######## uart_alu_interface ########
uart_alu_interface, zoomed window:
Window x 38 to 68, y 7 to 37 um. Cells in gray, sequential cells in the stronger gray; small squares are vias.
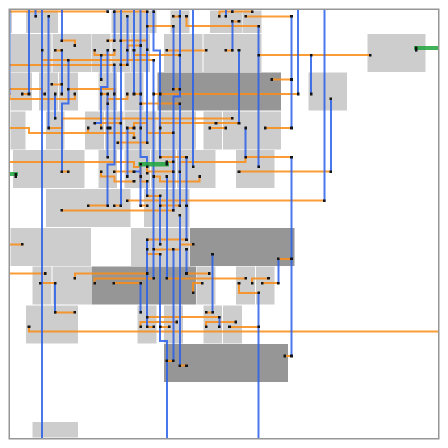

==> config.mk <==
export PLATFORM = sky130hd
export DESIGN_NAME = uart_alu_interface
export DESIGN_NICKNAME = d
export VERILOG_FILES = /design/src/rtl/uart_alu_interface_pkg.sv /design/src/rtl/uart_alu_interface_edge_detect_pulse.sv /design/src/rtl/uart_alu_interface.sv
export SDC_FILE = /design/constraint.sdc
export NUM_CORES = 1
export LEC_CHECK = 0
export ABC_AREA = 1
export CAP_MARGIN = 20
export CORE_AREA = 2 2 69 87
export CTS_CLUSTER_SIZE = 12
export DETAILED_ROUTE_END_ITERATION = 12
export DIE_AREA = 0 0 71 89
export PLACE_DENSITY_LB_ADDON = 0.3
export SLEW_MARGIN = 20
export SYNTH_ARGS = -nofsm -noshare
export SYNTH_HDL_FRONTEND = slang
export SYNTH_SLANG_ARGS = --single-unit
export TNS_END_PERCENT = 20
==> constraint.sdc <==
create_clock -name i_clock -period 1.4 [get_ports i_clock]
set_clock_uncertainty 0.05 [all_clocks]
set_input_delay 0.28 -clock i_clock [delete_from_list [all_inputs] [get_ports i_clock]]
set_output_delay 0.28 -clock i_clock [all_outputs]
set_load 0.005 [all_outputs]
==> src/rtl/uart_alu_interface_pkg.sv <==
// Shared definitions for the UART/ALU sequencer: default widths, FSM state
// encodings and the ALU opcode set.
package uart_alu_interface_pkg;

    localparam int unsigned DATA_W_DEF = 8;
    localparam int unsigned OP_W_DEF   = 6;

    typedef enum logic [2:0] {
        S_WAIT_A  = 3'd0,
        S_WAIT_B  = 3'd1,
        S_WAIT_OP = 3'd2,
        S_EXEC    = 3'd3,
        S_START   = 3'd4,
        S_WAIT_TX = 3'd5
    } state_t;

    localparam logic [OP_W_DEF-1:0] OP_ADD = 6'b100000;
    localparam logic [OP_W_DEF-1:0] OP_SUB = 6'b100010;
    localparam logic [OP_W_DEF-1:0] OP_AND = 6'b100100;
    localparam logic [OP_W_DEF-1:0] OP_OR  = 6'b100101;
    localparam logic [OP_W_DEF-1:0] OP_XOR = 6'b100110;
    localparam logic [OP_W_DEF-1:0] OP_NOR = 6'b100111;
    localparam logic [OP_W_DEF-1:0] OP_SRA = 6'b000011;
    localparam logic [OP_W_DEF-1:0] OP_SRL = 6'b000010;

    function automatic logic is_valid_op(input logic [OP_W_DEF-1:0] op);
        logic valid;
        valid = 1'b0;
        case (op)
            OP_ADD, OP_SUB, OP_AND, OP_OR,
            OP_XOR, OP_NOR, OP_SRA, OP_SRL: valid = 1'b1;
            default:                        valid = 1'b0;
        endcase
        return valid;
    endfunction

endpackage

==> src/rtl/uart_alu_interface_edge_detect_pulse.sv <==
// Rising-edge detector: one-cycle pulse on the first cycle a level goes high.
module uart_alu_interface_edge_detect_pulse (
    input  logic i_clock,
    input  logic i_reset,
    input  logic i_level,
    output logic o_pulse
);

    logic level_q;
    logic level_d;

    // Next value of the delayed level is simply the current level.
    always_comb begin
        level_d = i_level;
    end

    // Delayed copy of the level; cleared on reset.
    always_ff @(posedge i_clock) begin
        if (i_reset) begin
            level_q <= 1'b0;
        end else begin
            level_q <= level_d;
        end
    end

    assign o_pulse = i_level & ~level_q;

endmodule

==> src/rtl/uart_alu_interface.sv <==
// Sequencer between UART_RX, the ALU and UART_TX: gathers A, B and opcode,
// latches the ALU result and launches one transmit byte per frame.
//
// state     | meaning
// ----------+-----------------------------------------------------------
// S_WAIT_A  | idle, waiting for operand A byte
// S_WAIT_B  | waiting for operand B byte
// S_WAIT_OP | waiting for opcode byte; invalid opcode goes straight to TX
// S_EXEC    | one settle cycle for the combinational ALU, capture result
// S_START   | o_tx_start high for this single cycle
// S_WAIT_TX | waiting for a fresh rising edge of i_tx_done
module uart_alu_interface
    import uart_alu_interface_pkg::*;
#(
    parameter int unsigned       DATA_W   = DATA_W_DEF,
    parameter int unsigned       OP_W     = OP_W_DEF,
    parameter logic [DATA_W-1:0] ERR_CODE = 8'hFF
) (
    input  logic              i_clock,
    input  logic              i_reset,
    input  logic              i_rx_done,
    input  logic [DATA_W-1:0] i_rx_data,
    input  logic [DATA_W-1:0] i_alu_result,
    input  logic              i_tx_done,
    output logic [DATA_W-1:0] o_alu_a,
    output logic [DATA_W-1:0] o_alu_b,
    output logic [OP_W-1:0]   o_alu_op,
    output logic              o_tx_start,
    output logic [DATA_W-1:0] o_tx_data,
    output logic              o_busy,
    output logic              o_error
);

    state_t            state_q, state_d;
    logic [DATA_W-1:0] alu_a_q, alu_a_d;
    logic [DATA_W-1:0] alu_b_q, alu_b_d;
    logic [OP_W-1:0]   alu_op_q, alu_op_d;
    logic [DATA_W-1:0] tx_data_q, tx_data_d;
    logic              error_q, error_d;
    logic              rx_pulse;
    logic              tx_pulse;

    uart_alu_interface_edge_detect_pulse u_rx_edge (
        .i_clock (i_clock),
        .i_reset (i_reset),
        .i_level (i_rx_done),
        .o_pulse (rx_pulse)
    );

    uart_alu_interface_edge_detect_pulse u_tx_edge (
        .i_clock (i_clock),
        .i_reset (i_reset),
        .i_level (i_tx_done),
        .o_pulse (tx_pulse)
    );

    // Next-state and datapath capture; bytes arriving outside the three
    // collection states are dropped on purpose, nothing is buffered.
    always_comb begin
        state_d   = state_q;
        alu_a_d   = alu_a_q;
        alu_b_d   = alu_b_q;
        alu_op_d  = alu_op_q;
        tx_data_d = tx_data_q;
        error_d   = error_q;
        case (state_q)
            S_WAIT_A: begin
                if (rx_pulse) begin
                    alu_a_d = i_rx_data;
                    error_d = 1'b0;
                    state_d = S_WAIT_B;
                end
            end
            S_WAIT_B: begin
                if (rx_pulse) begin
                    alu_b_d = i_rx_data;
                    state_d = S_WAIT_OP;
                end
            end
            S_WAIT_OP: begin
                if (rx_pulse) begin
                    alu_op_d = i_rx_data[OP_W-1:0];
                    if (is_valid_op(i_rx_data[OP_W-1:0])) begin
                        state_d = S_EXEC;
                    end else begin
                        error_d   = 1'b1;
                        tx_data_d = ERR_CODE;
                        state_d   = S_START;
                    end
                end
            end
            S_EXEC: begin
                tx_data_d = i_alu_result;
                state_d   = S_START;
            end
            S_START: begin
                state_d = S_WAIT_TX;
            end
            S_WAIT_TX: begin
                if (tx_pulse) begin
                    state_d = S_WAIT_A;
                end
            end
            default: begin
                state_d = S_WAIT_A;
            end
        endcase
    end

    // State and datapath registers; reset discards any partial frame.
    always_ff @(posedge i_clock) begin
        if (i_reset) begin
            state_q   <= S_WAIT_A;
            alu_a_q   <= '0;
            alu_b_q   <= '0;
            alu_op_q  <= '0;
            tx_data_q <= '0;
            error_q   <= 1'b0;
        end else begin
            state_q   <= state_d;
            alu_a_q   <= alu_a_d;
            alu_b_q   <= alu_b_d;
            alu_op_q  <= alu_op_d;
            tx_data_q <= tx_data_d;
            error_q   <= error_d;
        end
    end

    assign o_alu_a    = alu_a_q;
    assign o_alu_b    = alu_b_q;
    assign o_alu_op   = alu_op_q;
    assign o_tx_data  = tx_data_q;
    assign o_error    = error_q;
    assign o_tx_start = (state_q == S_START);
    assign o_busy     = (state_q != S_WAIT_A);

endmodule
######## demux1x4_behav ########
**src/rtl/demux1x4_behav.sv**
```systemverilog
// Purpose : byte un-striper; deals consecutive valid bytes round-robin into 4 lanes, emits a frame.
// Latency : 1 clk from the 4th valid byte (or flush / COM trigger) to out_strobe.
// Backpr. : none; the consumer must sample out0..out3 on out_strobe.
//
// Optional feature macro: COM_ALIGN_EN (COM symbol forces lane-0 alignment).
//
// Ports:
//   clk        rising-edge clock
//   reset      asynchronous, active-high; clears outputs, pointer, idle counter and slots
//   in         {data[DATA_W-1:0], valid}
//   out0..3    lane words of the last emitted frame; [0]=1 means the lane holds a real byte
//   out_strobe one-cycle pulse when out0..out3 carry a new frame
module demux1x4_behav #(
  parameter int                DATA_W    = 8,
  parameter int                FLUSH_CYC = 16,
  parameter logic [DATA_W-1:0] COM_SYM   = 8'hBC
) (
  input  logic            clk,
  input  logic            reset,
  input  logic [DATA_W:0] in,
  output logic [DATA_W:0] out0,
  output logic [DATA_W:0] out1,
  output logic [DATA_W:0] out2,
  output logic [DATA_W:0] out3,
  output logic            out_strobe
);

  localparam int CNT_W = (FLUSH_CYC > 0) ? $clog2(FLUSH_CYC + 1) : 1;
  // Counter value on the cycle whose idle input completes the FLUSH_CYC-th idle cycle.
  localparam logic [CNT_W-1:0] FLUSH_LAST = (FLUSH_CYC > 0) ? CNT_W'(FLUSH_CYC - 1) : '0;

`ifdef COM_ALIGN_EN
  localparam bit COM_EN = 1'b1;
`else
  localparam bit COM_EN = 1'b0;
`endif

  logic [1:0]        ptr_q, ptr_d;
  logic [CNT_W-1:0]  idle_q, idle_d;
  logic [DATA_W:0]   slot0_q, slot0_d;
  logic [DATA_W:0]   slot1_q, slot1_d;
  logic [DATA_W:0]   slot2_q, slot2_d;
  logic [DATA_W:0]   out0_q, out0_d;
  logic [DATA_W:0]   out1_q, out1_d;
  logic [DATA_W:0]   out2_q, out2_d;
  logic [DATA_W:0]   out3_q, out3_d;
  logic              strobe_q, strobe_d;

  logic              in_vld;
  logic              com_hit;
  logic [DATA_W:0]   part0, part1, part2;

  assign in_vld = in[0];

  // COM only realigns when it lands mid-frame; at ptr==0 it is an ordinary byte.
  assign com_hit = COM_EN && in_vld && (in[DATA_W:1] == COM_SYM) && (ptr_q != 2'd0);

  // Partial-frame view: lanes below ptr are filled, the rest read as 0
  // (slot registers may still hold bytes from an earlier frame).
  assign part0 = (ptr_q > 2'd0) ? slot0_q : '0;
  assign part1 = (ptr_q > 2'd1) ? slot1_q : '0;
  assign part2 = (ptr_q > 2'd2) ? slot2_q : '0;

  always_comb begin
    ptr_d    = ptr_q;
    idle_d   = idle_q;
    slot0_d  = slot0_q;
    slot1_d  = slot1_q;
    slot2_d  = slot2_q;
    out0_d   = out0_q;
    out1_d   = out1_q;
    out2_d   = out2_q;
    out3_d   = out3_q;
    strobe_d = 1'b0;

    if (in_vld) begin
      idle_d = '0;
      if (com_hit) begin
        out0_d   = part0;
        out1_d   = part1;
        out2_d   = part2;
        out3_d   = '0;
        strobe_d = 1'b1;
        slot0_d  = in;
        ptr_d    = 2'd1;
      end else begin
        case (ptr_q)
          2'd0: slot0_d = in;
          2'd1: slot1_d = in;
          2'd2: slot2_d = in;
          default: begin
            // 4th byte goes straight to lane 3; no slot needed.
            out0_d   = slot0_q;
            out1_d   = slot1_q;
            out2_d   = slot2_q;
            out3_d   = in;
            strobe_d = 1'b1;
          end
        endcase
        ptr_d = ptr_q + 2'd1;
      end
    end else if (ptr_q == 2'd0) begin
      idle_d = '0;
    end else if (FLUSH_CYC != 0) begin
      if (idle_q == FLUSH_LAST) begin
        out0_d   = part0;
        out1_d   = part1;
        out2_d   = part2;
        out3_d   = '0;
        strobe_d = 1'b1;
        ptr_d    = 2'd0;
        idle_d   = '0;
      end else begin
        idle_d = idle_q + CNT_W'(1);
      end
    end
    // With flushing disabled the idle count is never consumed, so it stays at 0.
  end

  always_ff @(posedge clk or posedge reset) begin
    if (reset) begin
      ptr_q    <= '0;
      idle_q   <= '0;
      slot0_q  <= '0;
      slot1_q  <= '0;
      slot2_q  <= '0;
      out0_q   <= '0;
      out1_q   <= '0;
      out2_q   <= '0;
      out3_q   <= '0;
      strobe_q <= 1'b0;
    end else begin
      ptr_q    <= ptr_d;
      idle_q   <= idle_d;
      slot0_q  <= slot0_d;
      slot1_q  <= slot1_d;
      slot2_q  <= slot2_d;
      out0_q   <= out0_d;
      out1_q   <= out1_d;
      out2_q   <= out2_d;
      out3_q   <= out3_d;
      strobe_q <= strobe_d;
    end
  end

  assign out0       = out0_q;
  assign out1       = out1_q;
  assign out2       = out2_q;
  assign out3       = out3_q;
  assign out_strobe = strobe_q;

endmodule

```
**config.mk**
```make
export PLATFORM = sky130hd
export DESIGN_NAME = demux1x4_behav
export DESIGN_NICKNAME = d
export VERILOG_FILES = /design/src/rtl/demux1x4_behav.sv
export SDC_FILE = /design/constraint.sdc
export NUM_CORES = 1
export LEC_CHECK = 0
export CAP_MARGIN = 20
export CELL_PAD_IN_SITES_DETAIL_PLACEMENT = 0
export CELL_PAD_IN_SITES_GLOBAL_PLACEMENT = 2
export CORE_ASPECT_RATIO = 0.7
export CORE_MARGIN = 4
export CORE_UTILIZATION = 32
export DETAILED_ROUTE_END_ITERATION = 8
export GPL_TIMING_DRIVEN = 0
export PLACE_DENSITY_LB_ADDON = 0.1
export SKIP_CTS_REPAIR_TIMING = 1
export SYNTH_ARGS = -nofsm -noshare
export SYNTH_HDL_FRONTEND = slang
export SYNTH_SLANG_ARGS = --single-unit
```
**constraint.sdc**
```tcl
create_clock -name clk -period 2.2 [get_ports clk]
set_input_delay 0.44 -clock clk [delete_from_list [all_inputs] [get_ports clk]]
set_output_delay 0.44 -clock clk [all_outputs]
set_load 0.05 [all_outputs]
```
######## sram_port_arbiter ########
**src/rtl/sram_port_arbiter.sv**
```systemverilog
// Two-port round-robin arbiter in front of a single-port SRAM with in-order read return and halt/drain control.
// Optional grant/conflict statistics counters are built when SRAM_ARB_STATS_EN is defined.
module sram_port_arbiter #(
  parameter int ADDR_W   = 8,
  parameter int DATA_W   = 32,
  parameter int READ_LAT = 2
) (
  input  logic                wb_clk_i,
  input  logic                resetn,
  input  logic                halt_req,
  output logic                halted,
  input  logic                req0,
  input  logic                we0,
  input  logic [DATA_W/8-1:0] wmask0,
  input  logic [ADDR_W-1:0]   addr0,
  input  logic [DATA_W-1:0]   wdata0,
  output logic                gnt0,
  output logic                rvalid0,
  output logic [DATA_W-1:0]   rdata0,
  input  logic                req1,
  input  logic                we1,
  input  logic [DATA_W/8-1:0] wmask1,
  input  logic [ADDR_W-1:0]   addr1,
  input  logic [DATA_W-1:0]   wdata1,
  output logic                gnt1,
  output logic                rvalid1,
  output logic [DATA_W-1:0]   rdata1,
  output logic                csb,
  output logic                web,
  output logic [DATA_W/8-1:0] wmask,
  output logic [ADDR_W-1:0]   addr,
  output logic [DATA_W-1:0]   din,
  input  logic [DATA_W-1:0]   dout
`ifdef SRAM_ARB_STATS_EN
  ,
  output logic [15:0]         gnt_cnt0,
  output logic [15:0]         gnt_cnt1,
  output logic [15:0]         conflict_cnt
`endif
);

  localparam int MASK_W = DATA_W / 8;

  typedef enum logic [1:0] {
    ST_RUN   = 2'd0,
    ST_DRAIN = 2'd1,
    ST_HALT  = 2'd2
  } state_e;

  state_e              state_q, state_d;
  logic                ptr_q, ptr_d;
  logic                halted_q, halted_d;
  logic                csb_q, csb_d;
  logic                web_q, web_d;
  logic [MASK_W-1:0]   wmask_q, wmask_d;
  logic [ADDR_W-1:0]   addr_q, addr_d;
  logic [DATA_W-1:0]   din_q, din_d;
  logic [READ_LAT-1:0] pipe_vld_q, pipe_vld_d;
  logic [READ_LAT-1:0] pipe_id_q, pipe_id_d;
  logic [DATA_W-1:0]   rdata0_q, rdata0_d;
  logic [DATA_W-1:0]   rdata1_q, rdata1_d;

  logic                gnt_any;
  logic                gnt_id;
  logic                sel_we;
  logic [MASK_W-1:0]   sel_wmask;
  logic [ADDR_W-1:0]   sel_addr;
  logic [DATA_W-1:0]   sel_wdata;
  logic                rd_issue;

  // halt_req gates grants in the same cycle it rises, before the FSM leaves RUN.
  always_comb begin
    gnt0 = 1'b0;
    gnt1 = 1'b0;
    if (state_q == ST_RUN && !halt_req) begin
      if (req0 && req1) begin
        gnt0 = ~ptr_q;
        gnt1 = ptr_q;
      end else begin
        gnt0 = req0;
        gnt1 = req1;
      end
    end
  end

  assign gnt_any   = gnt0 | gnt1;
  assign gnt_id    = gnt1;
  assign sel_we    = gnt_id ? we1    : we0;
  assign sel_wmask = gnt_id ? wmask1 : wmask0;
  assign sel_addr  = gnt_id ? addr1  : addr0;
  assign sel_wdata = gnt_id ? wdata1 : wdata0;
  assign rd_issue  = gnt_any & ~sel_we;

  always_comb begin
    ptr_d   = gnt_any ? ~gnt_id : ptr_q;
    csb_d   = ~gnt_any;
    web_d   = gnt_any ? ~sel_we : 1'b1;
    wmask_d = gnt_any ? sel_wmask : wmask_q;
    addr_d  = gnt_any ? sel_addr  : addr_q;
    din_d   = gnt_any ? sel_wdata : din_q;
  end

  always_comb begin
    pipe_vld_d    = '0;
    pipe_id_d     = '0;
    pipe_vld_d[0] = rd_issue;
    pipe_id_d[0]  = gnt_id;
    for (int i = 1; i < READ_LAT; i++) begin
      pipe_vld_d[i] = pipe_vld_q[i-1];
      pipe_id_d[i]  = pipe_id_q[i-1];
    end
  end

  assign rvalid0 = pipe_vld_q[READ_LAT-1] & ~pipe_id_q[READ_LAT-1];
  assign rvalid1 = pipe_vld_q[READ_LAT-1] &  pipe_id_q[READ_LAT-1];

  // Read data is presented straight from the SRAM on the valid cycle and held afterwards.
  always_comb begin
    rdata0_d = rvalid0 ? dout : rdata0_q;
    rdata1_d = rvalid1 ? dout : rdata1_q;
  end

  assign rdata0 = rdata0_d;
  assign rdata1 = rdata1_d;

  // Drain completes on the cycle the last tag leaves, so halted follows the final rvalid.
  always_comb begin
    state_d = state_q;
    case (state_q)
      ST_RUN: begin
        if (halt_req) state_d = ST_DRAIN;
      end
      ST_DRAIN: begin
        if (!halt_req)               state_d = ST_RUN;
        else if (pipe_vld_d == '0)   state_d = ST_HALT;
      end
      ST_HALT: begin
        if (!halt_req) state_d = ST_RUN;
      end
      default: state_d = ST_RUN;
    endcase
    halted_d = (state_d == ST_HALT);
  end

  always_ff @(posedge wb_clk_i or negedge resetn) begin
    if (!resetn) begin
      state_q    <= ST_RUN;
      ptr_q      <= 1'b0;
      halted_q   <= 1'b0;
      csb_q      <= 1'b1;
      web_q      <= 1'b1;
      wmask_q    <= '0;
      addr_q     <= '0;
      din_q      <= '0;
      pipe_vld_q <= '0;
      pipe_id_q  <= '0;
      rdata0_q   <= '0;
      rdata1_q   <= '0;
    end else begin
      state_q    <= state_d;
      ptr_q      <= ptr_d;
      halted_q   <= halted_d;
      csb_q      <= csb_d;
      web_q      <= web_d;
      wmask_q    <= wmask_d;
      addr_q     <= addr_d;
      din_q      <= din_d;
      pipe_vld_q <= pipe_vld_d;
      pipe_id_q  <= pipe_id_d;
      rdata0_q   <= rdata0_d;
      rdata1_q   <= rdata1_d;
    end
  end

  assign halted = halted_q;
  assign csb    = csb_q;
  assign web    = web_q;
  assign wmask  = wmask_q;
  assign addr   = addr_q;
  assign din    = din_q;

`ifdef SRAM_ARB_STATS_EN
  logic [15:0] gnt_cnt0_q, gnt_cnt0_d;
  logic [15:0] gnt_cnt1_q, gnt_cnt1_d;
  logic [15:0] conflict_cnt_q, conflict_cnt_d;

  always_comb begin
    gnt_cnt0_d     = gnt_cnt0_q;
    gnt_cnt1_d     = gnt_cnt1_q;
    conflict_cnt_d = conflict_cnt_q;
    if (gnt0 && gnt_cnt0_q != 16'hFFFF) gnt_cnt0_d = gnt_cnt0_q + 16'd1;
    if (gnt1 && gnt_cnt1_q != 16'hFFFF) gnt_cnt1_d = gnt_cnt1_q + 16'd1;
    if (state_q == ST_RUN && req0 && req1 && conflict_cnt_q != 16'hFFFF)
      conflict_cnt_d = conflict_cnt_q + 16'd1;
  end

  always_ff @(posedge wb_clk_i or negedge resetn) begin
    if (!resetn) begin
      gnt_cnt0_q     <= '0;
      gnt_cnt1_q     <= '0;
      conflict_cnt_q <= '0;
    end else begin
      gnt_cnt0_q     <= gnt_cnt0_d;
      gnt_cnt1_q     <= gnt_cnt1_d;
      conflict_cnt_q <= conflict_cnt_d;
    end
  end

  assign gnt_cnt0     = gnt_cnt0_q;
  assign gnt_cnt1     = gnt_cnt1_q;
  assign conflict_cnt = conflict_cnt_q;
`endif

endmodule

```
**config.mk**
```make
export PLATFORM = sky130hd
export DESIGN_NAME = sram_port_arbiter
export DESIGN_NICKNAME = d
export VERILOG_FILES = /design/src/rtl/sram_port_arbiter.sv
export SDC_FILE = /design/constraint.sdc
export NUM_CORES = 1
export LEC_CHECK = 0
export CAP_MARGIN = 20
export CORE_MARGIN = 1.5
export CORE_UTILIZATION = 39
export CTS_BUF_LIST = sky130_fd_sc_hd__clkbuf_4 sky130_fd_sc_hd__clkbuf_8
export DETAILED_ROUTE_END_ITERATION = 8
export PLACE_DENSITY = 0.79
export SKIP_LAST_GASP = 1
export SYNTH_ARGS = -nofsm -noshare
export SYNTH_HDL_FRONTEND = slang
export SYNTH_SLANG_ARGS = --single-unit
```
**constraint.sdc**
```tcl
create_clock -name wb_clk_i -period 1.35 [get_ports wb_clk_i]
set_input_delay 0.27 -clock wb_clk_i [delete_from_list [all_inputs] [get_ports wb_clk_i]]
set_output_delay 0.27 -clock wb_clk_i [all_outputs]
set_load 0.05 [all_outputs]
```
######## store_rmw_unit ########
## src/rtl/store_rmw_unit_pkg.sv

```systemverilog
// -----------------------------------------------------------------------------
// store_rmw_unit_pkg
//   Shared definitions for the store read-modify-write path:
//     - default data/address widths of the RV32I core
//     - store func3 codes (sb/sh/sw), which sit beside the load func3 codes
//     - FSM state encoding of store_rmw_unit
//     - is_store_func3(): legality check of a store func3 code
// -----------------------------------------------------------------------------
package store_rmw_unit_pkg;

  localparam int unsigned RV_DATA_WIDTH = 32;
  localparam int unsigned RV_ADDR_WIDTH = 32;

  // Store func3 codes.
  localparam logic [2:0] F3_SB = 3'b000;
  localparam logic [2:0] F3_SH = 3'b001;
  localparam logic [2:0] F3_SW = 3'b010;

  typedef enum logic [2:0] {
    ST_IDLE    = 3'd0,
    ST_RD      = 3'd1,
    ST_RD_WAIT = 3'd2,
    ST_WR      = 3'd3,
    ST_RESP    = 3'd4
  } rmw_state_e;

  function automatic logic is_store_func3(input logic [2:0] func3);
    return (func3 == F3_SB) || (func3 == F3_SH) || (func3 == F3_SW);
  endfunction

endpackage

```

## src/rtl/store_rmw_unit_aligner.sv

```systemverilog
// -----------------------------------------------------------------------------
// store_aligner
//   Purely combinational store lane logic. Works out which byte lanes a store
//   writes, replicates the store data across the lanes, and merges it with the
//   word read back from memory. Kept free of any sequencing so that a
//   byte-enable memory variant can use byte_mask_o and wdata_o directly.
//
//   Ports:
//     func3_i      store func3 (sb/sh/sw); other codes give an empty mask
//     addr_i       byte offset within the word (addr[1:0])
//     data_i       rs2 value, right-aligned
//     rdata_i      current memory word (old contents)
//     byte_mask_o  lanes written by this store
//     wdata_o      merged word: new bytes in masked lanes, old bytes elsewhere
//     misaligned_o sh on an odd address, or sw not on a word boundary
// -----------------------------------------------------------------------------
module store_aligner
  import store_rmw_unit_pkg::*;
(
  input  logic [2:0]  func3_i,
  input  logic [1:0]  addr_i,
  input  logic [31:0] data_i,
  input  logic [31:0] rdata_i,
  output logic [3:0]  byte_mask_o,
  output logic [31:0] wdata_o,
  output logic        misaligned_o
);

  logic [31:0] lane_data;

  // NOTE: every output of a combinational block gets a default before the
  // case statement; a path that leaves one unassigned infers a latch.
  always_comb begin
    byte_mask_o  = 4'b0000;
    lane_data    = 32'h0;
    misaligned_o = 1'b0;
    unique case (func3_i)
      F3_SB: begin
        byte_mask_o = 4'b0001 << addr_i;
        lane_data   = {4{data_i[7:0]}};
      end
      F3_SH: begin
        byte_mask_o  = 4'b0011 << {addr_i[1], 1'b0};
        lane_data    = {2{data_i[15:0]}};
        misaligned_o = addr_i[0];
      end
      F3_SW: begin
        byte_mask_o  = 4'b1111;
        lane_data    = data_i;
        misaligned_o = |addr_i;
      end
      default: ;
    endcase
  end

  // Lane merge: replicated new data where the mask is set, old data elsewhere.
  always_comb begin
    wdata_o = rdata_i;
    for (int i = 0; i < 4; i++) begin
      if (byte_mask_o[i]) wdata_o[8*i +: 8] = lane_data[8*i +: 8];
    end
  end

endmodule

```

## src/rtl/store_rmw_unit.sv

```systemverilog
// -----------------------------------------------------------------------------
// store_rmw_unit
//   Writes decoded stores (sb/sh/sw) into a data BRAM that has a single
//   whole-word write enable. Sub-word stores are done as read-modify-write:
//   read the word, merge the new bytes, write it back. Full-word stores skip
//   the read. Misaligned addresses and illegal func3 codes fault without any
//   BRAM access.
//
//   Ports:
//     clk, rst      clock (rising edge), asynchronous active-high reset
//     req_valid     store request present
//     req_ready     high only in IDLE and not in reset
//     req_addr      byte address
//     req_data      rs2 value, right-aligned
//     req_func3     000 = sb, 001 = sh, 010 = sw
//     done          one-cycle pulse when the store completes or faults
//     fault         qualified by done: misaligned or illegal func3
//     byte_mask     lanes written by the current store (trace)
//     bram_en       BRAM port enable
//     bram_we       BRAM write enable (whole word)
//     bram_addr     word address (req_addr[ADDR_WIDTH-1:2])
//     bram_wdata    merged write word, driven in the write cycle only
//     bram_rdata    BRAM read data, valid READ_LATENCY cycles after bram_en
//
//   Sequence: IDLE -> RD -> RD_WAIT (READ_LATENCY cycles) -> WR -> RESP for
//   sb/sh, IDLE -> WR -> RESP for sw, IDLE -> RESP for a fault.
//   Only DATA_WIDTH = 32 is supported; READ_LATENCY must be 1..3.
// -----------------------------------------------------------------------------
module store_rmw_unit
  import store_rmw_unit_pkg::*;
#(
  parameter int unsigned ADDR_WIDTH   = RV_ADDR_WIDTH,
  parameter int unsigned DATA_WIDTH   = RV_DATA_WIDTH,
  parameter int unsigned READ_LATENCY = 1
) (
  input  logic                  clk,
  input  logic                  rst,
  input  logic                  req_valid,
  output logic                  req_ready,
  input  logic [ADDR_WIDTH-1:0] req_addr,
  input  logic [DATA_WIDTH-1:0] req_data,
  input  logic [2:0]            req_func3,
  output logic                  done,
  output logic                  fault,
  output logic [3:0]            byte_mask,
  output logic                  bram_en,
  output logic                  bram_we,
  output logic [ADDR_WIDTH-3:0] bram_addr,
  output logic [DATA_WIDTH-1:0] bram_wdata,
  input  logic [DATA_WIDTH-1:0] bram_rdata
);

  // Index of the RD_WAIT cycle on which bram_rdata is valid.
  localparam logic [1:0] LAST_WAIT = 2'(READ_LATENCY - 1);

  rmw_state_e            state_q, state_d;
  logic [ADDR_WIDTH-1:0] addr_q, addr_d;
  logic [DATA_WIDTH-1:0] data_q, data_d;
  logic [2:0]            func3_q, func3_d;
  logic                  fault_q, fault_d;
  logic [3:0]            mask_q, mask_d;
  logic [DATA_WIDTH-1:0] rdata_q, rdata_d;
  logic [1:0]            wait_q, wait_d;

  // Single aligner instance: in IDLE it looks at the incoming request so the
  // accept-time checks and mask come from the same logic that later builds
  // the merged word from the latched request and the captured read data.
  logic                  in_idle;
  logic [2:0]            al_func3;
  logic [1:0]            al_addr;
  logic [DATA_WIDTH-1:0] al_data;
  logic [3:0]            al_mask;
  logic [DATA_WIDTH-1:0] al_wdata;
  logic                  al_misaligned;
  logic                  accept;
  logic                  accept_fault;

  assign in_idle  = (state_q == ST_IDLE);
  assign al_func3 = in_idle ? req_func3     : func3_q;
  assign al_addr  = in_idle ? req_addr[1:0] : addr_q[1:0];
  assign al_data  = in_idle ? req_data      : data_q;

  store_aligner u_aligner (
    .func3_i      (al_func3),
    .addr_i       (al_addr),
    .data_i       (al_data),
    .rdata_i      (rdata_q),
    .byte_mask_o  (al_mask),
    .wdata_o      (al_wdata),
    .misaligned_o (al_misaligned)
  );

  assign req_ready    = in_idle && !rst;
  assign accept       = req_valid && req_ready;
  assign accept_fault = !is_store_func3(req_func3) || al_misaligned;

  // Next-state and datapath capture.
  always_comb begin
    state_d = state_q;
    addr_d  = addr_q;
    data_d  = data_q;
    func3_d = func3_q;
    fault_d = fault_q;
    mask_d  = mask_q;
    rdata_d = rdata_q;
    wait_d  = wait_q;
    unique case (state_q)
      ST_IDLE: begin
        if (accept) begin
          addr_d  = req_addr;
          data_d  = req_data;
          func3_d = req_func3;
          fault_d = accept_fault;
          mask_d  = al_mask;
          if (accept_fault)             state_d = ST_RESP;
          else if (req_func3 == F3_SW)  state_d = ST_WR;
          else                          state_d = ST_RD;
        end
      end
      ST_RD: begin
        wait_d  = 2'd0;
        state_d = ST_RD_WAIT;
      end
      ST_RD_WAIT: begin
        if (wait_q == LAST_WAIT) begin
          rdata_d = bram_rdata;
          state_d = ST_WR;
        end else begin
          wait_d = wait_q + 2'd1;
        end
      end
      ST_WR: begin
        state_d = ST_RESP;
      end
      ST_RESP: begin
        mask_d  = 4'b0000;
        fault_d = 1'b0;
        state_d = ST_IDLE;
      end
      default: state_d = ST_IDLE;
    endcase
  end

  // NOTE: state registers use non-blocking assignments so every flop samples
  // the values from before the edge, independent of statement order.
  always_ff @(posedge clk or posedge rst) begin
    if (rst) begin
      state_q <= ST_IDLE;
      addr_q  <= '0;
      data_q  <= '0;
      func3_q <= 3'b000;
      fault_q <= 1'b0;
      mask_q  <= 4'b0000;
      rdata_q <= '0;
      wait_q  <= 2'd0;
    end else begin
      state_q <= state_d;
      addr_q  <= addr_d;
      data_q  <= data_d;
      func3_q <= func3_d;
      fault_q <= fault_d;
      mask_q  <= mask_d;
      rdata_q <= rdata_d;
      wait_q  <= wait_d;
    end
  end

  // Outputs decode directly from registered state, so a reset mid-sequence
  // drops the BRAM strobes in the same instant.
  assign done       = (state_q == ST_RESP);
  assign fault      = (state_q == ST_RESP) && fault_q;
  assign byte_mask  = mask_q;
  assign bram_en    = (state_q == ST_RD) || (state_q == ST_WR);
  assign bram_we    = (state_q == ST_WR);
  assign bram_addr  = addr_q[ADDR_WIDTH-1:2];
  assign bram_wdata = (state_q == ST_WR) ? al_wdata : '0;

endmodule

```

## config.mk

```make
export PLATFORM = sky130hd
export DESIGN_NAME = store_rmw_unit
export DESIGN_NICKNAME = d
export VERILOG_FILES = /design/src/rtl/store_rmw_unit_pkg.sv /design/src/rtl/store_rmw_unit_aligner.sv /design/src/rtl/store_rmw_unit.sv
export SDC_FILE = /design/constraint.sdc
export NUM_CORES = 1
export LEC_CHECK = 0
export ABC_CLOCK_PERIOD_IN_PS = 5900
export CAP_MARGIN = 20
export CORE_ASPECT_RATIO = 1.2
export CORE_MARGIN = 10
export CORE_UTILIZATION = 30
export DETAILED_ROUTE_END_ITERATION = 16
export MAX_ROUTING_LAYER = met4
export PLACE_DENSITY = 0.53
export SYNTH_ARGS = -nofsm -noshare
export SYNTH_HDL_FRONTEND = slang
export SYNTH_SLANG_ARGS = --single-unit
```

## constraint.sdc

```tcl
create_clock -name clk -period 5.9 [get_ports clk]
set_input_delay 1.475 -clock clk [delete_from_list [all_inputs] [get_ports clk]]
set_output_delay 1.475 -clock clk [all_outputs]
set_load 0.1 [all_outputs]
```


==> layout pictures side by side <==
Zoomed window.
Plate I
Window x 95 to 125, y 28 to 58 um. Cells in gray, sequential cells in the stronger gray; small squares are vias.
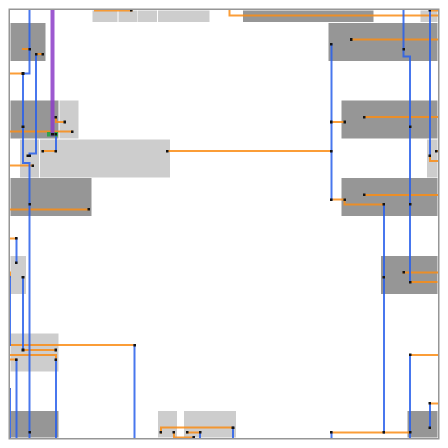
Plate II
Window x 77 to 107, y 7 to 37 um. Cells in gray, sequential cells in the stronger gray; small squares are vias.
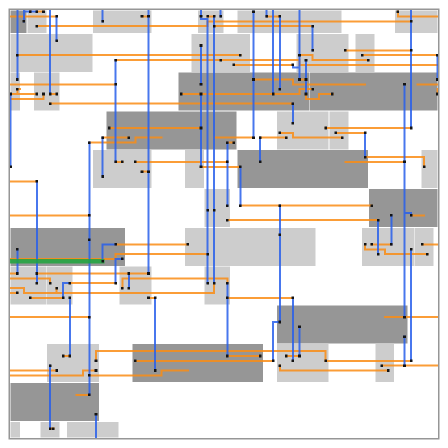
Plate III
Window x 75 to 105, y 15 to 45 um. Cells in gray, sequential cells in the stronger gray; small squares are vias.
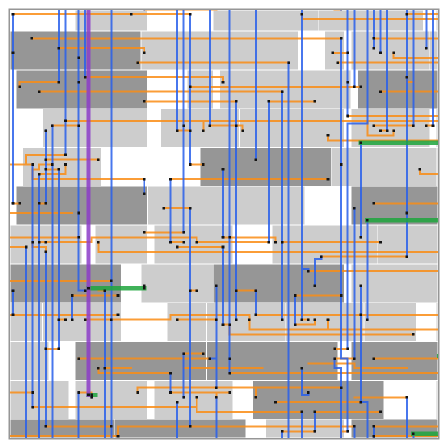
For demux1x4_behav, see Plate II.
For store_rmw_unit, see Plate I.
For sram_port_arbiter, see Plate III.

sram_port_arbiter, clock routing:
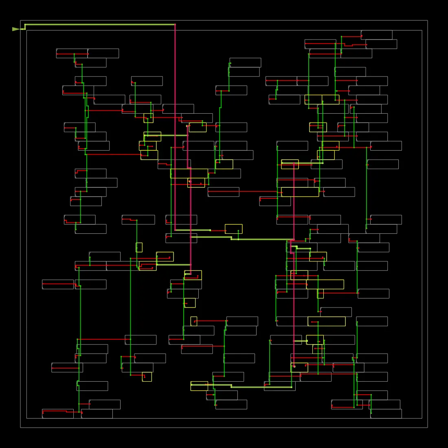
CTS sink count: 118
clk_skew: 0.0146 ns
FFs & Latches: 118

==> notes.md, sram_port_arbiter <==
State of the implementation.

- The final worst-path setup slack is -0.635 ns, for reference.
- Checking hold timing, the worst path is listed with class input pin to flip-flop.
- Per the finish-stage timing summary, setup violations number roughly 120.
- Of all nets on the critical path, the largest fanout is 10.
- The count of pins over their slew limit is 0, for reference.
- In this run the tool buffered the top-level ports with 241 buffer cells.
- The starting utilization of the core area is 40.1%, for reference.
- The sum of internal, switching and leakage power is 0.0244 W, for reference.
- The final layout report lists a non-clock buffer count of 314.
- At the worst endpoint, the required time is 1.08 ns.
- The checks that failed: setup timing.
- The run finished, with violations left.
- Yosys reports that the most numerous cell types are dfrtp_1, mux2_2, a21oi_1.
- The layout has 4 inverters outside the clock class.
- The number of logic gates is 263, for reference.
[sram_port_arbiter: per-stage QoR]
stage / area [um2] / TNS (ns) / instances
floorplan: 5660 / -8.47 / 436
global placement: 9440 / -45.66 / 842
detailed placement: 9440 / -47.86 / 842
CTS: 10800 / -57.06 / 896
global route: 11100 / -65.02 / 907
finish: 11100 / -57.89 / 907
[sram_port_arbiter: metal layers]
metal,wire length [um],share of wire (%),GRT usage [%],vias up
met5,0,0,0,-
met4,868,3.9,10.2,0
met3,2010,9.0,8.27,77
met2,11300,51,50.6,373
met1,8170,37,34.6,2626
li1,-,-,-,2237
[sram_port_arbiter: layout by cell type, fill, tap and decap left out, types with 2 or more instances in the layout]
cell,instances
buf_12,132
clkdlybuf4s50_1,123
dfrtp_1,114
mux2_4,60
a21oi_1,45
nand4_1,44
o31ai_4,43
a31oi_1,42
buf_4,30
clkbuf_8,21
buf_6,12
clkbuf_16,6
buf_8,5
mux2_2,4
bufinv_16,4
nor2b_1,3
a31oi_2,3
clkbuf_4,3
clkinv_2,3
buf_16,3
nor3_4,2
nand2_4,2
o21a_1,2
dfstp_2,2
dfrtp_2,2
store_rmw_unit, clock routing:
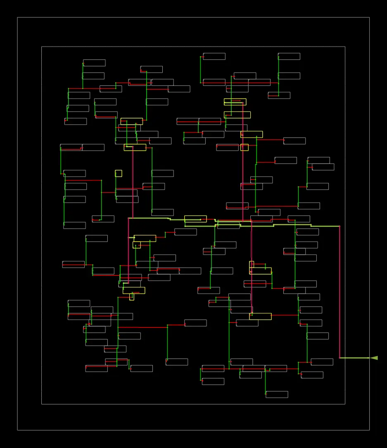
FFs & Latches: 109
Skew-Pair Late Insertion Delay: 0.35 ns

==> notes.md, store_rmw_unit <==
State of the implementation.

- The run finished with clean final reports.
- Headroom to the max-slew limit came out at between 20% and 30%.
- Per the finish-stage timing summary, setup violations number 0.
- The clock network burns 11.2% of the power.
- The H-tree depth reported by CTS is 3, for reference.
- The met2 global-route usage is 23.8%, for reference.
- The area growth from synthesis to layout is 39.7%, for reference.
- TritonCTS built the clock tree.
- The tightest min-delay check is of the flip-flop to flip-flop type.
- Input and output buffers added on the ports amount to 172.
- The global router reports that the layer with the highest usage is met2.
- The most common logic cell in the routed design is nand2_1, for reference.
- The flow reports that sequential cells draw 25.1% of the design power.
- According to the floorplan report, the placeable core area is between 15000 and 20000 um2.
- The async set or reset register ratio after synthesis is 100%, for reference.
- The largest part of the power goes to combinational logic.
- The maximum number of buffers from clock root to sink is 2, for reference.
- The length of routed wiring on met1 is 8.15 mm, for reference.
- The post-route netlist has 14.9% of its cells at a drive strength greater than 1.
- The combinational share of power is 63.7%, for reference.
- The time the worst path needs with I/O delays and setup is 5.19 ns, for reference.
- In this run, synthesis produced a sequential element count of 109.
- The number of violations reported at the end of detailed-routing iteration 0 is roughly 370, for reference.
- The worst setup path endpoint is bram_wdata[2], for reference.
- The largest registers in the layout are addr_q: 32 flops, data_q: 32 flops, rdata_q: 32 flops.
- The actual slew at the worst max-slew pin is 1.06 ns, for reference.
- The total of warnings raised by yosys is 0, for reference.
- The wire length per cell is 18.4 um, for reference.
- The final timing report lists a hold violation count of 0.
- In the global route stage, met1 resource usage came out at 18.4%.
- The worst IR drop on VDD is between 300 and 400 uV, for reference.
- For the final database, setup skew stands at 0.00573 ns.
- For this design, Yosys synthesis ends with a cell count of 618.
- The part of the cycle the worst path needs is 87.9%, for reference.
[store_rmw_unit: through the flow]
step	total power (W)	instances	hold WS [ns]
finish	0.00543	1002	0.476
detailed placement	0.00487	986	0.465
floorplan	0.00403	618	0.445
global placement	0.00481	986	0.456
global route	0.00573	1002	0.506
CTS	0.00549	1001	0.481
[store_rmw_unit: cells by family after synthesis]
| logic type | synth area share [%] |
|---|---|
| and+or+nand+nor | 16.8 |
| DFF | 46.8 |
| adders and majority gates | 0.215 |
| buffers and inverters | 8.52 |
| muxes | 17.3 |
| AOI/OAI and AO/OA | 10.3 |
[store_rmw_unit: layout make-up]
| cell class | count | area (um2) |
|---|---|---|
| tap | 256 | 320 |
| clock inverter | 6 | 65.1 |
| multi-input combinational | 426 | 2630 |
| inverter | 14 | 55.1 |
| timing repair buffer | 182 | 2130 |
| fill | 1899 | 10800 |
| clock buffer | 9 | 225 |
| sequential | 109 | 2730 |
[store_rmw_unit: worst max-delay path: cells and delay by family]
kind,cells,cell delay (ns)
AND-OR/OR-AND,1,0.59
buffers and inverters,2,0.76
multiplexers,2,0.87
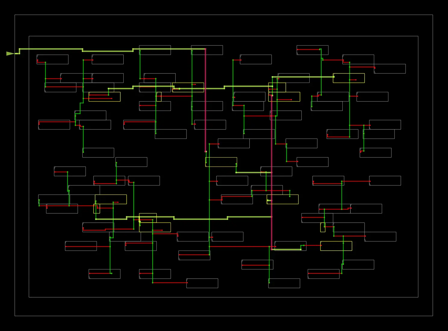
demux1x4_behav: clock routing
FFs & Latches: 71
power in the clock group: 0.00132 W
number of CTS-inserted buffers: 9
clk_skew: 0.00573 ns
Skew-Pair Late Insertion Delay: 0.33 ns

demux1x4_behav, clock network drawn from the DEF:
The bar under the picture is 20 um long.
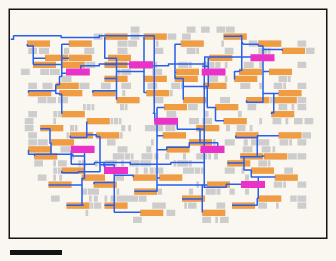
- clock wires: blue (length 1030 um)
- cells driving clock nets: magenta (count 9)
- flip-flops: orange (count 71)
- routed clock nets: 10

==> notes.md, demux1x4_behav <==
State of the implementation.

- The flow ran to the end, and the final reports show no timing, DRC or antenna violations.
- The share of synthesized area spent on multiplexers is 19.4%, for reference.
- The logic share of the area is 26.2%, for reference.
- Ranked by instance count, the synthesized netlist is headed by dfrtp_1, mux2_2, nand2_1.
- The final layout report lists a filler cell count of 852.
- Before CTS, the worst setup slack after placement is -0.176 ns.
- The most numerous cell in the Yosys netlist is dfrtp_1, for reference.
- The number of synthesized register bits is about 71, for reference.
- The required time at the worst endpoint is listed as 1.76 ns.
- The depth of the most critical reg-to-reg path is 6, for reference.
- The startpoint identified for the worst hold timing path is idle_q[0].
- Each instance of the synthesized netlist takes up on average 12.7 um2.
- The area fraction in full adders, half adders and majority gates is 2.58%, for reference.
- The first global-routing pass estimated ~11 mm of wire.
- The routed design shows a via density per instance of 4.45.
- The count of cell types in the netlist is 26, for reference.
- The library cell with the largest summed area after synthesis is dfrtp_1, for reference.
- TritonRoute reported its final design rule violation total as 0.
- The critical path endpoint category is an output port, for reference.
- The maximum single-stage delay on the critical path is between 0.8 and 0.9 ns, for reference.
- After synthesis, the largest area contributor takes up roughly three fifths of total cell area.
- After layout, the worst setup slack is 0.222 ns.
- The net total in the final layout is a little over 300, for reference.
- The part of the cycle the worst path needs is 89.9%, for reference.
-- demux1x4_behav: through the flow --
stage               area [um2]  power [W]  setup TNS (ns)  utilization (%)  std cells
finish                    3830    0.00621               0             44.2        411
global placement          3540    0.00492           -1.05             40.9        396
CTS                       3820    0.00629               0             44.2        411
detailed placement        3560    0.00494           -1.27             41.1        397
floorplan                 2920    0.00405               0                -        229
global route              3830    0.00660               0             44.2        411
-- demux1x4_behav: metal layers --
metal | GRT usage (%) | vias up | share of wire, %
met5 | 0 | - | 0
met3 | 6.39 | 7 | 6.9
met2 | 17.7 | 45 | 38
met1 | 19.5 | 893 | 54
li1 | - | 882 | -
met4 | 4.27 | 0 | 1.2
-- demux1x4_behav: worst max path at each step --
stage	from	end	cells after the start
6_report	out3[1]	out3[1]	1
5_1_grt	out3[4]	out3[4]	1
4_1_cts	ptr_q[0]	out3[8]	4
3_5_place_dp	in[0]	out3[3]	4
3_3_place_gp	in[0]	out3[7]	4
2_1_floorplan	ptr_q[0]	out0[4]	6
-- demux1x4_behav: where the power goes --
group	leakage, nW	internal [W]	switching (W)
Clock	0.132	0.000810	0.000507
Sequential	0.857	0.00186	0.000296
Combinational	0.696	0.00105	0.00168
uart_alu_interface, cells by drive strength:
The bar under the picture is 20 um long.
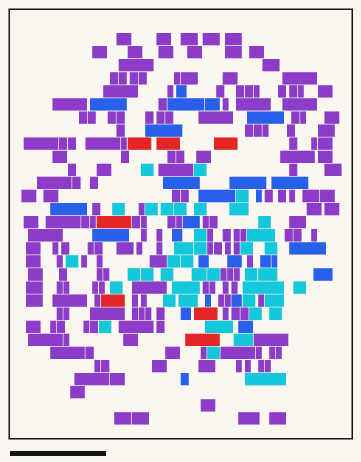
- drive 3 to 4: cyan (cells 41; share 15%)
- drive 6 and up: red (cells 7; share 2.6%)
- drive 2: blue (cells 26; share 9.6%)
- drive 1 or less: purple (cells 198; share 73%)

About 'zoomed window' of uart_alu_interface:
- met1: orange
- met2: blue
- met3: green
- most frequent: inv_1 (8), nand2_1 (7), buf_4 (7)
- sequential cells in the window: 4
- netlist names of flops here include: `state_q` (2)
- cells with their middle in the window: 49

==> notes.md, uart_alu_interface <==
State of the implementation.

- The initial antenna violation count is 0.
- After layout the clock buffers and inverters come to 3.58% of cell area.
- In this run, the synthesized area fraction spent on adder and majority cells is recorded as 0%.
- According to the timing report, the data required time at the worst endpoint equals between 1 and 1.5 ns.
- The register fraction of the total cell area is 31.2%, for reference.
- The hold buffer count at CTS is 0, for reference.
- The script extracted a net switching power of 0.000769 W.
- The layer with the highest usage after global routing is met2, for reference.
- The XOR/XNOR share of the synthesized area is 0%, for reference.
- The number of placed I/O pins is 53, for reference.
- The logic share of the area is 26.4%, for reference.
- The number of clock buffers added by TritonCTS is 5.
- The final layout reports a setup TNS of 0 ns.
- The largest family of logic cells by area is simple AND/OR/NAND/NOR gates, for reference.
- The number of synthesized flops with an enable pin is 0, for reference.
- The post-synthesis area per instance is ~7.7 um2, for reference.
- The maximum single-stage delay on the critical path is 0.32 ns, for reference.
- For reference, the top cells by count after synthesis are dfxtp_1, nor2_1, inv_1.
- The run finished with clean final reports.
- The routed length on met3 is around 210 um, for reference.
- The combinational share of power is 27.1%, for reference.
- The leakage dissipation is about 1.1 nW, for reference.
- The main area contributors are dfxtp_1, a21oi_1, o21ai_0.
- Wire segments on met2 add up to around 1.9 mm in the final route.
- The report lists the power per cell area as 1100 nW/um2.
- Per the placement log, port buffering inserted between 50 and 60 buffers.
- The global-route usage over all layers is 12.4%, for reference.
- The number of filler cells placed in the layout is 559, for reference.
- The worst register-to-register path begins at state_q[0].
- The path class of the lowest-slack min-delay path is input pin to flip-flop, for reference.
- The critical path startpoint category is a flip-flop, for reference.
- After clock tree synthesis, the repair step resized 53 gates.
- The total detailed-routing wirelength is 3.82 mm, for reference.
[uart_alu_interface: worst min-delay path: stages]
cell            delay (ns)
dlymetal6s2s_1        0.16
inv_1                 0.06
nor2_1                0.03
[uart_alu_interface: power by group through the flow]
stage	Sequential, W	Clock, W	Combinational (W)
after floorplan	0.00121	0	0.000302
after global placement	0.00121	0	0.000739
after detailed placement	0.00121	0	0.000740
after CTS	0.00119	0.000748	0.000691
after global routing	0.00121	0.000804	0.000788
final	0.00119	0.000721	0.000713
[uart_alu_interface: worst min path at each step]
stage / start / endpoint / slack [ns] / cells past startpoint
2_1_floorplan: i_reset / o_error / 0.30 / 1
3_3_place_gp: o_tx_data[5] / o_tx_data[5] / 0.38 / 2
3_5_place_dp: o_tx_data[6] / o_tx_data[6] / 0.39 / 2
4_1_cts: o_tx_data[2] / o_tx_data[2] / 0.40 / 2
5_1_grt: i_rx_done / u_rx_edge.level_q / 0.27 / 3
6_report: i_rx_done / u_rx_edge.level_q / 0.24 / 3
[uart_alu_interface: metrics by stage]
stage               hold WS, ns  cell area, um2
finish                    0.243            2380
global route              0.268            2380
CTS                       0.395            2310
detailed placement        0.386            2220
global placement          0.384            2220
floorplan                 0.299            1430


==> layout pictures side by side <==
Where the registers sit.
(a)
The bar under the picture is 50 um long.
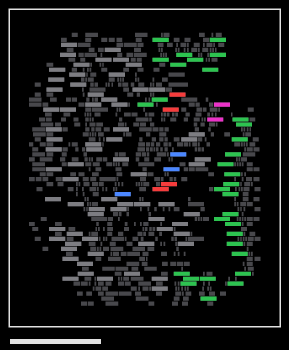
(b)
The bar under the picture is 20 um long.
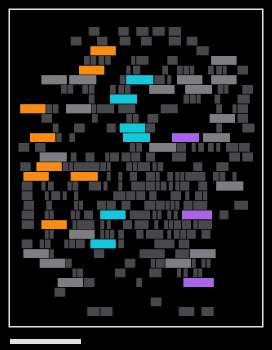
(c)
The bar under the picture is 20 um long.
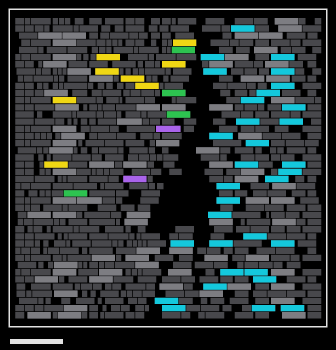
sram_port_arbiter is (c).
store_rmw_unit is (a).
uart_alu_interface is (b).

Key to (c):
- `wmask`: green (placed flops 4)
- `pipe_vld_q`: purple (placed flops 2)
- `rdata1_q`: cyan (placed flops 32; where a column on the right)
- `addr`: yellow (placed flops 8)
- not colored: 72

Power is estimated from default activity; no workload was simulated.
